=== design 1 ===
Design 1, layout detail:
Window x 24 to 54, y 24 to 54 um. Cells in gray, sequential cells in the stronger gray; small squares are vias.
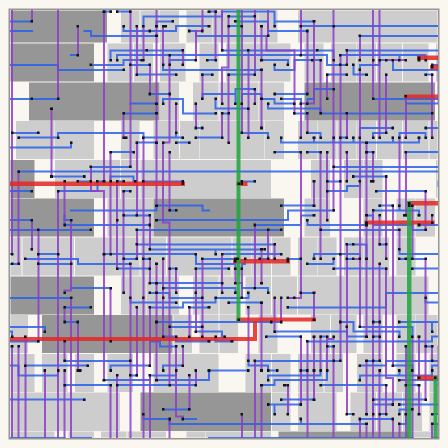
Design 1, gate-type map:
Scale: 4 px per um.
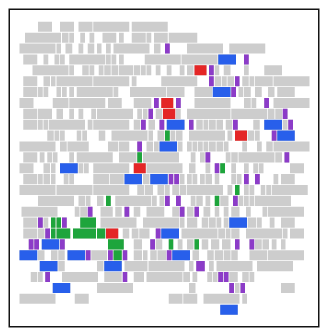
[config.mk]
export PLATFORM = sky130hd
export DESIGN_NAME = score_digit_writer
export DESIGN_NICKNAME = d
export VERILOG_FILES = /design/src/rtl/score_digit_writer.sv
export SDC_FILE = /design/constraint.sdc
export NUM_CORES = 1
export LEC_CHECK = 0
export ABC_AREA = 1
export CORE_AREA = 2 2 75 77
export CTS_BUF_LIST = sky130_fd_sc_hd__clkbuf_16
export CTS_CLUSTER_SIZE = 40
export DETAILED_ROUTE_END_ITERATION = 8
export DIE_AREA = 0 0 77 79
export GPL_TIMING_DRIVEN = 0
export MAX_ROUTING_LAYER = met4
export PLACE_DENSITY = 0.82
export SLEW_MARGIN = 10
export SYNTH_ARGS = -nofsm -noshare
export SYNTH_HDL_FRONTEND = slang
export SYNTH_SLANG_ARGS = --single-unit
[constraint.sdc]
create_clock -name clk_i -period 3.75 [get_ports clk_i]
set_input_delay 0.9375 -clock clk_i [delete_from_list [all_inputs] [get_ports clk_i]]
set_output_delay 0.9375 -clock clk_i [all_outputs]
set_load 0.05 [all_outputs]
[src/rtl/score_digit_writer.sv]
// rtl/score_digit_writer.sv - binary score to decimal glyph writer (iterative double-dabble).
// Optional build macro LEADING_ZERO_BLANK_EN blanks leading zero digits with glyph 4'hF.
module score_digit_writer #(
  parameter int SCORE_W = 16,
  parameter int NDIGITS = 5,
  parameter int AW      = 3
) (
  input  logic               clk_i,
  input  logic               rst_i,
  input  logic [SCORE_W-1:0] score_i,
  input  logic               update_i,
  output logic               busy_o,
  output logic               done_o,
  output logic               wr_en_o,
  output logic [AW-1:0]      wr_addr_o,
  output logic [3:0]         wr_data_o
);

  localparam int          BCD_W   = 4 * NDIGITS;
  localparam int          CW      = $clog2(SCORE_W + 1);
  localparam logic [31:0] MAX_VAL = 32'(10 ** NDIGITS - 1);

  typedef enum logic [1:0] {S_IDLE, S_CONVERT, S_WRITE, S_DONE} state_t;

  state_t             state_q, state_d;
  logic [CW-1:0]      cnt_q, cnt_d;
  logic [SCORE_W-1:0] bin_q, bin_d;
  logic [BCD_W-1:0]   bcd_q, bcd_d;
  logic               pending_q, pending_d;
  logic [AW-1:0]      addr_q, addr_d;
  logic [3:0]         data_q, data_d;
  logic [SCORE_W-1:0] capture;
  logic [AW-1:0]      addr_nxt;

  function automatic logic [BCD_W-1:0] dabble_adj(input logic [BCD_W-1:0] b);
    logic [BCD_W-1:0] r;
    r = b;
    for (int i = 0; i < NDIGITS; i++) begin
      if (r[4*i +: 4] >= 4'd5) r[4*i +: 4] = r[4*i +: 4] + 4'd3;
    end
    return r;
  endfunction

  // Slot 0 is the most significant digit, so slot s reads BCD nibble NDIGITS-1-s.
  function automatic logic [3:0] glyph(input logic [BCD_W-1:0] b, input logic [AW-1:0] slot);
    logic [3:0] d;
`ifdef LEADING_ZERO_BLANK_EN
    logic lead;
`endif
    d = b[4*(NDIGITS-1-int'(slot)) +: 4];
`ifdef LEADING_ZERO_BLANK_EN
    lead = 1'b1;
    for (int i = 0; i < NDIGITS - 1; i++) begin
      if (i <= int'(slot) && b[4*(NDIGITS-1-i) +: 4] != 4'd0) lead = 1'b0;
    end
    if (lead && int'(slot) != NDIGITS - 1) d = 4'hF;
`endif
    return d;
  endfunction

  always_comb begin
    capture = (32'(score_i) > MAX_VAL) ? SCORE_W'(MAX_VAL) : score_i;
  end

  always_ff @(posedge clk_i or posedge rst_i) begin
    if (rst_i) begin
      state_q   <= S_IDLE;
      cnt_q     <= '0;
      bin_q     <= '0;
      bcd_q     <= '0;
      pending_q <= 1'b0;
      addr_q    <= '0;
      data_q    <= '0;
    end else begin
      state_q   <= state_d;
      cnt_q     <= cnt_d;
      bin_q     <= bin_d;
      bcd_q     <= bcd_d;
      pending_q <= pending_d;
      addr_q    <= addr_d;
      data_q    <= data_d;
    end
  end

  always_comb begin
    state_d   = state_q;
    cnt_d     = cnt_q;
    bin_d     = bin_q;
    bcd_d     = bcd_q;
    pending_d = pending_q;
    addr_d    = addr_q;
    data_d    = data_q;
    addr_nxt  = addr_q + AW'(1);
    case (state_q)
      S_IDLE: begin
        if (update_i) begin
          state_d = S_CONVERT;
          bin_d   = capture;
          bcd_d   = '0;
          cnt_d   = '0;
        end
      end
      S_CONVERT: begin
        if (update_i) pending_d = 1'b1;
        {bcd_d, bin_d} = {dabble_adj(bcd_q), bin_q} << 1;
        cnt_d = cnt_q + CW'(1);
        // The first glyph is staged from the final BCD value so it appears with wr_en.
        if (cnt_q == CW'(SCORE_W - 1)) begin
          state_d = S_WRITE;
          addr_d  = '0;
          data_d  = glyph(bcd_d, '0);
        end
      end
      S_WRITE: begin
        if (update_i) pending_d = 1'b1;
        if (addr_q == AW'(NDIGITS - 1)) begin
          state_d = S_DONE;
        end else begin
          addr_d = addr_nxt;
          data_d = glyph(bcd_q, addr_nxt);
        end
      end
      S_DONE: begin
        if (pending_q || update_i) begin
          state_d   = S_CONVERT;
          pending_d = 1'b0;
          bin_d     = capture;
          bcd_d     = '0;
          cnt_d     = '0;
        end else begin
          state_d = S_IDLE;
        end
      end
      default: state_d = S_IDLE;
    endcase
  end

  assign busy_o    = (state_q != S_IDLE);
  assign done_o    = (state_q == S_DONE);
  assign wr_en_o   = (state_q == S_WRITE);
  assign wr_addr_o = addr_q;
  assign wr_data_o = data_q;

endmodule

==> results_tabular.tex <==
% Implementation results table
\begin{tabular}{lr}
\hline
Metric & Value \\
\hline
\multicolumn{2}{l}{\textbf{Run status}} \\
\quad Outcome & completed \\
\multicolumn{2}{l}{\textbf{Yosys}} \\
\quad Top cells by instance count after synthesis & sky130\_fd\_sc\_hd\_\_nand2\_1, sky130\_fd\_sc\_hd\_\_dfrtp\_1, sky130\_fd\_sc\_hd\_\_inv\_1 \\
\quad Cell area after synthesis & about 3100 um\^{}2 \\
\quad Number of instances in the synthesized netlist & about 390 \\
\quad Area leader share & approximately 41\% \\
\multicolumn{2}{l}{\textbf{Finish}} \\
\quad Largest registers & bcd\_q: 20 flops, bin\_q: 16 flops, cnt\_q: 5 flops \\
\quad Clock buf/inv share & 4.69\% \\
\quad Cell group occupying the most layout area & logic gates \\
\quad Non-clock buffer contribution to total cell area & 10.5\% \\
\quad Total area of multi-input combinational cells & 1530 um\^{}2 \\
\multicolumn{2}{l}{\textbf{Floorplan}} \\
\quad Die footprint & roughly 6000 um\^{}2 \\
\quad Die width & a little under 80 um \\
\quad Fp\_density & 57.9\% \\
\quad Die Y-Extent & 79 um \\
\multicolumn{2}{l}{\textbf{Run}} \\
\quad Tool warnings & 36 \\
\multicolumn{2}{l}{\textbf{Clocking}} \\
\quad CTS tree & done \\
\quad Total setup buffers inserted after CTS & 0 \\
\quad CTS root buf & sky130\_fd\_sc\_hd\_\_clkbuf\_16 \\
\multicolumn{2}{l}{\textbf{Power and ir drop}} \\
\quad Pwr Total & 2750 uW \\
\quad Power in combinational cells & 1410 uW \\
\multicolumn{2}{l}{\textbf{STA}} \\
\quad Min Tclk post-route & 3.05 ns \\
\quad Actual slew at the worst max-slew pin & 0.503 ns \\
\multicolumn{2}{l}{\textbf{Critical path}} \\
\quad Maximum fanout count along the critical path & 7 \\
\quad Kind of cell with the highest combined delay on the critical path & buffers and inverters \\
\quad Library cell contributing the largest single delay on the critical path & sky130\_fd\_sc\_hd\_\_clkdlybuf4s50\_1 \\
\quad Critical path origin & state\_q[0]\$\_DFFE\_PP0P\_ \\
\quad RR Startpoint & wr\_addr\_o[0]\$\_DFFE\_PP0P\_ \\
\multicolumn{2}{l}{\textbf{Route}} \\
\quad Average via count per standard cell & 5.39 \\
\multicolumn{2}{l}{\textbf{Placed design}} \\
\quad DP Worst Slack & 1.01 ns \\
\hline
\end{tabular}
Notes on 'layout detail' of design 1 above:
layer	color
met3	red
met2	purple
met4	green
met1	blue
cells with their middle in the window	101
netlist names of flops here include	`bcd_q` (6), `cnt_q` (2)
sequential cells in the window	9
most frequent	nand2_1 (28), inv_1 (13), nand3_1 (12)

Notes on 'gate-type map' of design 1 above:
family	color	cells	most used
adder and majority cells	blue	19	ha_1
inverters	purple	53	inv_1
NOR gates	green	17	nor2_1
XOR/XNOR gates	red	6	xor2_1
number of standard cells in the final layout excluding fillers: 503
fraction of standard cell area in multi-input logic: 41.9%
most common cell after layout, fill and taps aside: sky130_fd_sc_hd__nand2_1

-- kinds of logic (layout without fill, tap and decap cells) --
logic type	after synthesis	after routing	synth area share, %
DFF	51	51	41.3
and+or+nand+nor	192	192	26.7
muxes	1	1	0.324
AOI/OAI and AO/OA	62	62	13.1
adders and majority gates	19	19	7.69
buffers and inverters	63	100	9.19
xor gates and xnor gates	6	6	1.70
-- routing by layer --
metal / share of wire (%) / GRT usage [%] / vias up
met4: 1.6 / 7.50 / 0
met3: 4.1 / 3.98 / 12
met5: 0 / - / -
met2: 48 / 40.2 / 74
met1: 46 / 30.2 / 1285
li1: - / - / 1338

=== design 2 ===
Design 2, wire density map:
Scale: 3 px per um. The die is cut into 17 by 17 equal tiles; dark purple is low, yellow is high, scaled to the fullest tile. Values are wire area over tile area, all layers added.
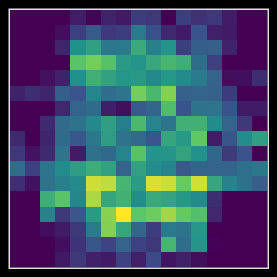
Design 2, metal layers overlaid:
Scale: 4 px per um. Two of the layers only.
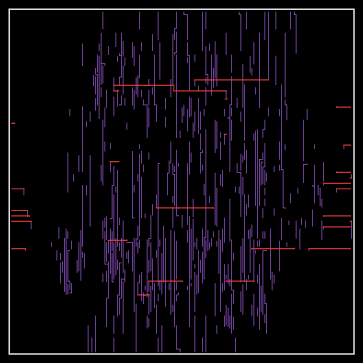
File: src/rtl/logic_unit_pipe.sv
`default_nettype none
// ============================================================================
//  Module   : logic_unit_pipe
//  Purpose  : Two-stage valid/ready bitwise logic unit with accumulator and flags
//  Revision : 1.0
// ============================================================================
module logic_unit_pipe #(
    parameter  int WIDTH = 8,
    localparam int CW    = $clog2(WIDTH + 1)
) (
    input  logic             clk,
    input  logic             rst_n,
    input  logic             in_valid,
    output logic             in_ready,
    input  logic [WIDTH-1:0] in_a,
    input  logic [WIDTH-1:0] in_b,
    input  logic [2:0]       in_op,
    input  logic             in_acc,
    input  logic             acc_clr,
    output logic             out_valid,
    input  logic             out_ready,
    output logic [WIDTH-1:0] out_y,
    output logic             out_zero,
    output logic             out_parity,
    output logic [CW-1:0]    out_popcnt,
    output logic             out_err
);

    localparam logic [2:0] OP_AND  = 3'd0;
    localparam logic [2:0] OP_OR   = 3'd1;
    localparam logic [2:0] OP_NAND = 3'd2;
    localparam logic [2:0] OP_NOR  = 3'd3;
    localparam logic [2:0] OP_NOT  = 3'd4;
    localparam logic [2:0] OP_XOR  = 3'd5;
    localparam logic [2:0] OP_XNOR = 3'd6;

    logic             s1_valid_q;
    logic [WIDTH-1:0] s1_y_q;
    logic             s1_err_q;
    logic             out_valid_q;
    logic [WIDTH-1:0] out_y_q;
    logic             out_zero_q;
    logic             out_parity_q;
    logic [CW-1:0]    out_popcnt_q;
    logic             out_err_q;
    logic [WIDTH-1:0] acc_q;

    logic             s2_ready;
    logic             accept;
    logic [WIDTH-1:0] b_eff;
    logic [WIDTH-1:0] y_d;
    logic             err_d;
    logic [CW-1:0]    pop_d;

    assign s2_ready = !out_valid_q || out_ready;
    assign in_ready = !s1_valid_q || s2_ready;
    assign accept   = in_valid && in_ready;

    // acc_q here is always the pre-clear value, so a clear in the accept cycle does not affect b_eff
    assign b_eff = in_acc ? acc_q : in_b;

    always_comb begin
        y_d   = '0;
        err_d = 1'b0;
        case (in_op)
            OP_AND:  y_d = in_a & b_eff;
            OP_OR:   y_d = in_a | b_eff;
            OP_NAND: y_d = ~(in_a & b_eff);
            OP_NOR:  y_d = ~(in_a | b_eff);
            OP_NOT:  y_d = ~in_a;
            OP_XOR:  y_d = in_a ^ b_eff;
            OP_XNOR: y_d = ~(in_a ^ b_eff);
            default: err_d = 1'b1;
        endcase
    end

    always_comb begin
        pop_d = '0;
        for (int i = 0; i < WIDTH; i++) begin
            pop_d = pop_d + CW'(s1_y_q[i]);
        end
    end

    always_ff @(posedge clk or negedge rst_n) begin
        if (!rst_n) begin
            s1_valid_q   <= 1'b0;
            s1_y_q       <= '0;
            s1_err_q     <= 1'b0;
            out_valid_q  <= 1'b0;
            out_y_q      <= '0;
            out_zero_q   <= 1'b0;
            out_parity_q <= 1'b0;
            out_popcnt_q <= '0;
            out_err_q    <= 1'b0;
            acc_q        <= '0;
        end else begin
            if (accept) begin
                s1_valid_q <= 1'b1;
                s1_y_q     <= y_d;
                s1_err_q   <= err_d;
            end else if (s2_ready) begin
                s1_valid_q <= 1'b0;
            end

            // Flags are derived from the stage-1 result so they land in the same cycle as out_y
            if (s2_ready) begin
                out_valid_q <= s1_valid_q;
                if (s1_valid_q) begin
                    out_y_q      <= s1_y_q;
                    out_zero_q   <= (s1_y_q == '0);
                    out_parity_q <= ^s1_y_q;
                    out_popcnt_q <= pop_d;
                    out_err_q    <= s1_err_q;
                end
            end

            if (acc_clr) begin
                acc_q <= '0;
            end else if (accept) begin
                acc_q <= y_d;
            end
        end
    end

    assign out_valid  = out_valid_q;
    assign out_y      = out_y_q;
    assign out_zero   = out_zero_q;
    assign out_parity = out_parity_q;
    assign out_popcnt = out_popcnt_q;
    assign out_err    = out_err_q;

endmodule
`default_nettype wire

File: config.mk
export PLATFORM = sky130hd
export DESIGN_NAME = logic_unit_pipe
export DESIGN_NICKNAME = d
export VERILOG_FILES = /design/src/rtl/logic_unit_pipe.sv
export SDC_FILE = /design/constraint.sdc
export NUM_CORES = 1
export LEC_CHECK = 0
export CORE_MARGIN = 2
export CORE_UTILIZATION = 35
export DETAILED_ROUTE_END_ITERATION = 6
export GPL_ROUTABILITY_DRIVEN = 0
export PLACE_DENSITY = 0.62
export SETUP_SLACK_MARGIN = 0.05
export SLEW_MARGIN = 20
export SYNTH_ARGS = -nofsm -noshare
export SYNTH_HDL_FRONTEND = slang
export SYNTH_SLANG_ARGS = --single-unit
File: constraint.sdc
create_clock -name clk -period 6.8 [get_ports clk]
set_input_delay 1.02 -clock clk [delete_from_list [all_inputs] [get_ports clk]]
set_output_delay 1.02 -clock clk [all_outputs]
set_load 0.01 [all_outputs]
==> results_tabular.tex <==
% Implementation results table
\begin{tabular}{lr}
\hline
Metric & Value \\
\hline
\multicolumn{2}{l}{\textbf{Worst hold path}} \\
\quad Cell depth of the worst min-delay path & 1 \\
\quad Worst hold endpoint & s1\_y\_q[7]\$\_DFFE\_PN0P\_ \\
\multicolumn{2}{l}{\textbf{Power and ir drop}} \\
\quad Internal power & 487 uW \\
\multicolumn{2}{l}{\textbf{Yosys}} \\
\quad Largest family of logic cells by area & adder cells \\
\quad Number of nets at floorplan & approximately 310 \\
\quad Proportion of synthesized chip area in sequential cells & 36.3\% \\
\quad Fraction of registers with async set/reset & 100\% \\
\multicolumn{2}{l}{\textbf{Run status}} \\
\quad Outcome & completed \\
\multicolumn{2}{l}{\textbf{Clocking}} \\
\quad Late-Pin Clk Latency & 0.29 ns \\
\multicolumn{2}{l}{\textbf{Critical path}} \\
\quad Critical path origin & out\_ready \\
\multicolumn{2}{l}{\textbf{Floorplan}} \\
\quad Tap cell instance count & 77 \\
\quad Core box area & 6420 um\^{}2 \\
\multicolumn{2}{l}{\textbf{Route}} \\
\quad Wirelength per Cell & roughly 13 um \\
\multicolumn{2}{l}{\textbf{Finish}} \\
\quad Fraction of standard cell area in multi-input logic & 44.7\% \\
\multicolumn{2}{l}{\textbf{GRT}} \\
\quad Busiest layer in global routing & met2 \\
\hline
\end{tabular}
Notes on 'wire density map' of design 2 above:
tiles over half the peak	24%
fullest tile	0.34
nearly empty tiles	23%
mean over tiles	0.099

Notes on 'metal layers overlaid' of design 2 above:
layer	color	wire length
met3	red	162 um
met2	purple	2330 um

-- registers in the layout, indices dropped and copies added, names as in the netlist --
register    cells
acc_q           8
out_zero        1
s1_valid_q      1
s1_y_q          8
out_valid       1
out_popcnt      4
out_y           8
s1_err_q        1
out_err         1
out_parity      1
-- through the flow --
stage / instance area (um^2) / worst slack, ns / std cells / hold WS, ns
floorplan: 2340 / 3.99 / 256 / 0.446
global placement: 2790 / 3.50 / 363 / 0.466
detailed placement: 2790 / 3.49 / 363 / 0.466
CTS: 2910 / 3.48 / 371 / 0.482
global route: 2910 / 3.42 / 371 / 0.494
finish: 2910 / 3.49 / 371 / 0.477

=== design 3 ===
Design 3, wire density map:
Scale: 4 px per um. The die is cut into 12 by 12 equal tiles; dark purple is low, yellow is high, scaled to the fullest tile. Values are wire area over tile area, all layers added.
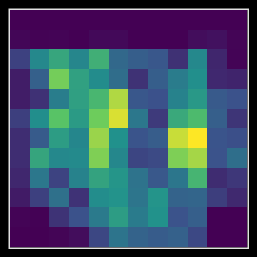
Design 3, gate-type map:
Scale: 6 px per um.
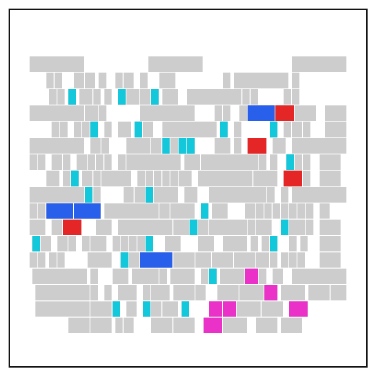
Design 3, metal layers overlaid:
Scale: 6 px per um. Two of the layers only.
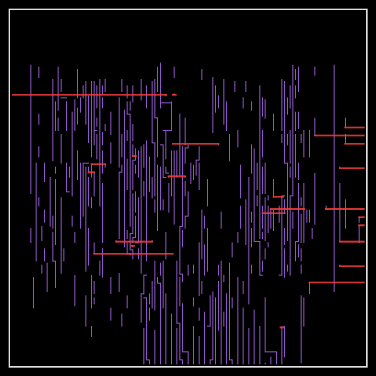
[src/rtl/pma_tx_ser_ctrl_if.sv]
// PCS/management/PISO signal bundle for the PMA transmit serializer sequencer.
// The master side is the management/PCS/PISO environment; the slave side is the sequencer.
interface pma_tx_ser_ctrl_if #(
    parameter int unsigned CG_W = 10
);
    logic            tx_en;
    logic [CG_W-1:0] tx_data;
    logic            tx_valid;
    logic            tx_ready;
    logic            ewrap_req;
    logic            piso_load;
    logic [CG_W-1:0] piso_data;
    logic            EWRAP;
    logic            running;
    logic [7:0]      underrun_cnt;

    modport master (
        output tx_en, tx_data, tx_valid, ewrap_req,
        input  tx_ready, piso_load, piso_data, EWRAP, running, underrun_cnt
    );

    modport slave (
        input  tx_en, tx_data, tx_valid, ewrap_req,
        output tx_ready, piso_load, piso_data, EWRAP, running, underrun_cnt
    );
endinterface

[src/rtl/pma_tx_ser_ctrl.sv]
// Transmit-side sequencer for the PMA serializer: paces PISO loads, runs the
// startup idle sequence, fills PCS underruns with idles and aligns EWRAP to word boundaries.
module pma_tx_ser_ctrl #(
    parameter int unsigned     CG_W       = 10,
    parameter logic [CG_W-1:0] IDLE_CG    = CG_W'(10'h0FA),
    parameter int unsigned     STARTUP_CG = 4
) (
    input logic               clk,
    input logic               reset_n,
    pma_tx_ser_ctrl_if.slave  bus
);

    localparam int unsigned     CntW        = (CG_W > 1) ? $clog2(CG_W) : 1;
    localparam logic [CntW-1:0] LastBit     = CntW'(CG_W - 1);
    localparam logic [7:0]      LastStartup = 8'(STARTUP_CG - 1);

    typedef enum logic [0:0] {StInit, StRun} state_e;

    state_e          state;
    logic [CntW-1:0] bit_cnt;
    logic [7:0]      cg_cnt;
    logic [7:0]      underrun_cnt;
    logic            ewrap;
    logic            load;
    logic            in_run;

    assign load   = (bit_cnt == LastBit);
    assign in_run = (state == StRun);

    // Data is only taken from the PCS in RUN with management enable; otherwise idles fill the slot.
    assign bus.piso_load    = load;
    assign bus.tx_ready     = load & in_run & bus.tx_en;
    assign bus.piso_data    = (in_run && bus.tx_en && bus.tx_valid) ? bus.tx_data : IDLE_CG;
    assign bus.running      = in_run;
    assign bus.EWRAP        = ewrap;
    assign bus.underrun_cnt = underrun_cnt;

    always_ff @(posedge clk or negedge reset_n) begin
        if (!reset_n) begin
            bit_cnt      <= '0;
            state        <= StInit;
            cg_cnt       <= '0;
            underrun_cnt <= '0;
            ewrap        <= 1'b0;
        end else begin
            bit_cnt <= load ? '0 : bit_cnt + CntW'(1);
            // All sequencing decisions are taken on word boundaries only.
            if (load) begin
                ewrap <= bus.ewrap_req;
                unique case (state)
                    StInit: begin
                        if (bus.tx_en) begin
                            if (cg_cnt == LastStartup) begin
                                state  <= StRun;
                                cg_cnt <= '0;
                            end else begin
                                cg_cnt <= cg_cnt + 8'd1;
                            end
                        end
                    end
                    StRun: begin
                        if (!bus.tx_en) begin
                            state  <= StInit;
                            cg_cnt <= '0;
                        end else if (!bus.tx_valid && underrun_cnt != 8'hFF) begin
                            underrun_cnt <= underrun_cnt + 8'd1;
                        end
                    end
                endcase
            end
        end
    end

endmodule

[src/flat_wrapper.sv]
// flat-port wrapper written by rule: the top's interface ports become plain ports
module pma_tx_ser_ctrl_flat 
#(
    parameter int unsigned     CG_W       = 10,
    parameter logic [CG_W-1:0] IDLE_CG    = CG_W'(10'h0FA),
    parameter int unsigned     STARTUP_CG = 4
)
  (clk, reset_n, bus_tx_en, bus_tx_data, bus_tx_valid, bus_ewrap_req, bus_tx_ready, bus_piso_load, bus_piso_data, bus_EWRAP, bus_running, bus_underrun_cnt);
  pma_tx_ser_ctrl_if #(.CG_W(CG_W)) bus_i ();
  input logic clk;
  input logic reset_n;
  input wire logic [$bits(bus_i.tx_en)-1:0] bus_tx_en;
  input wire logic [$bits(bus_i.tx_data)-1:0] bus_tx_data;
  input wire logic [$bits(bus_i.tx_valid)-1:0] bus_tx_valid;
  input wire logic [$bits(bus_i.ewrap_req)-1:0] bus_ewrap_req;
  output wire logic [$bits(bus_i.tx_ready)-1:0] bus_tx_ready;
  output wire logic [$bits(bus_i.piso_load)-1:0] bus_piso_load;
  output wire logic [$bits(bus_i.piso_data)-1:0] bus_piso_data;
  output wire logic [$bits(bus_i.EWRAP)-1:0] bus_EWRAP;
  output wire logic [$bits(bus_i.running)-1:0] bus_running;
  output wire logic [$bits(bus_i.underrun_cnt)-1:0] bus_underrun_cnt;
  assign bus_i.tx_en = bus_tx_en;
  assign bus_i.tx_data = bus_tx_data;
  assign bus_i.tx_valid = bus_tx_valid;
  assign bus_i.ewrap_req = bus_ewrap_req;
  assign bus_tx_ready = bus_i.tx_ready;
  assign bus_piso_load = bus_i.piso_load;
  assign bus_piso_data = bus_i.piso_data;
  assign bus_EWRAP = bus_i.EWRAP;
  assign bus_running = bus_i.running;
  assign bus_underrun_cnt = bus_i.underrun_cnt;
  pma_tx_ser_ctrl #(.CG_W(CG_W), .IDLE_CG(IDLE_CG), .STARTUP_CG(STARTUP_CG)) u_core (.clk(clk), .reset_n(reset_n), .bus(bus_i));
endmodule
[config.mk]
export PLATFORM = sky130hd
export DESIGN_NAME = pma_tx_ser_ctrl_flat
export DESIGN_NICKNAME = d
export VERILOG_FILES = /design/src/rtl/pma_tx_ser_ctrl_if.sv /design/src/rtl/pma_tx_ser_ctrl.sv /design/src/flat_wrapper.sv
export SDC_FILE = /design/constraint.sdc
export NUM_CORES = 1
export LEC_CHECK = 0
export ABC_AREA = 1
export CORE_MARGIN = 3
export CORE_UTILIZATION = 48
export DETAILED_ROUTE_END_ITERATION = 16
export PLACE_DENSITY = 0.91
export SLEW_MARGIN = 20
export SYNTH_ARGS = -nofsm -noshare
export SYNTH_HDL_FRONTEND = slang
export SYNTH_SLANG_ARGS = --single-unit
[constraint.sdc]
create_clock -name clk -period 1.75 [get_ports clk]
set_input_delay 0.35 -clock clk [delete_from_list [all_inputs] [get_ports clk]]
set_output_delay 0.35 -clock clk [all_outputs]
set_load 0.01 [all_outputs]
==> results_tabular.tex <==
% Implementation results table
\begin{tabular}{lr}
\hline
Metric & Value \\
\hline
\multicolumn{2}{l}{\textbf{Run status}} \\
\quad Outcome & completed \\
\multicolumn{2}{l}{\textbf{Clocking}} \\
\quad Late-Pin Clk Latency & approximately 0.32 ns \\
\quad Total setup buffers inserted after CTS & 3 \\
\multicolumn{2}{l}{\textbf{Yosys}} \\
\quad Ys Warns & 0 \\
\quad Top cells by instance count after synthesis & sky130\_fd\_sc\_hd\_\_nand2\_1, sky130\_fd\_sc\_hd\_\_inv\_1, sky130\_fd\_sc\_hd\_\_dfrtp\_1 \\
\quad Number of unique standard cell types used by synthesis & 20 \\
\quad Number of enable flip-flop cells & 0 \\
\quad Proportion of synthesized chip area in sequential cells & 40.3\% \\
\quad Number of storage elements in the synthesis netlist & 22 \\
\multicolumn{2}{l}{\textbf{Route}} \\
\quad Via count & 1353 \\
\quad ANT nets after route & 0 \\
\quad Drc violations & 0 \\
\quad Average via count per standard cell & $\sim$5 \\
\multicolumn{2}{l}{\textbf{GRT}} \\
\quad Largest net degree at the start of global routing & 23 \\
\quad Total grt overflow & 0 \\
\multicolumn{2}{l}{\textbf{Power and ir drop}} \\
\quad Max rail drop VDD & 0.000447 V \\
\quad Sequential group power & 545 uW \\
\quad Internal power & 715 uW \\
\quad Power dissipated in the clock network & between 200 and 300 uW \\
\quad Power density over the cells & 507 nW/um\^{}2 \\
\multicolumn{2}{l}{\textbf{Finish}} \\
\quad Count of clock buffers in the final design & 4 \\
\quad Cell group occupying the most layout area & logic gates \\
\quad Layout area overhead & 37.5\% \\
\quad Number of sequential cells & 22 \\
\quad Flip-flop and latch area & $\sim$550 um\^{}2 \\
\quad Clock buf/inv share & 1.93\% \\
\multicolumn{2}{l}{\textbf{Critical path}} \\
\quad Library cell contributing the largest single delay on the critical path & sky130\_fd\_sc\_hd\_\_clkdlybuf4s50\_1 \\
\quad Kind of start point of the critical path & input port \\
\quad Timing endpoint of the critical path & bus\_piso\_data[4] \\
\multicolumn{2}{l}{\textbf{Floorplan}} \\
\quad Fp\_density & 52.8\% \\
\quad Tap cell instance count & 30 \\
\quad Row count & 18 \\
\multicolumn{2}{l}{\textbf{STA}} \\
\quad Highest clock frequency the design can meet & slightly below 600 MHz \\
\quad Post-route clock skew & about 0.017 ns \\
\quad Min Tclk post-route & approximately 1.7 ns \\
\quad Actual slew at the worst max-slew pin & 0.282 ns \\
\hline
\end{tabular}
## Picture notes: 'wire density map' of design 3
nearly empty tiles	21%
fullest tile	0.47
mean over tiles	0.14
emptiest ninth of the die	upper right
tiles over half the peak	20%

## Picture notes: 'gate-type map' of design 3
family	color	cells	most used
adder and majority cells	blue	4	ha_1
inverters	cyan	25	inv_1
AND and OR gates	magenta	6	or2_2
XOR/XNOR gates	red	4	xor2_1

## Picture notes: 'metal layers overlaid' of design 3
layer	color	wire length
met2	purple	1640 um
met3	red	113 um
global-route usage over all layers: 20.3%
total wirelength of the detailed-routed design: 3160 um
Wirelength per Cell: 11.7 um

[metrics by stage]
stage / cells / hold WS (ns) / setup slack (ns) / util, % / instance area [um^2]
4_1_cts: 271 / 0.356 / 0.00112 / 71.4 / 1850
3_5_place_dp: 264 / 0.477 / -0.595 / 70.3 / 1820
6_report: 271 / 0.348 / 0.0324 / 72.6 / 1880
5_1_grt: 271 / 0.363 / -0.0175 / 72.6 / 1880
3_3_place_gp: 264 / 0.467 / -0.509 / 70.3 / 1820
2_1_floorplan: 190 / 0.0544 / 0.369 / - / 1370

Power figures rest on the tool's default switching activity, not on a simulated workload.
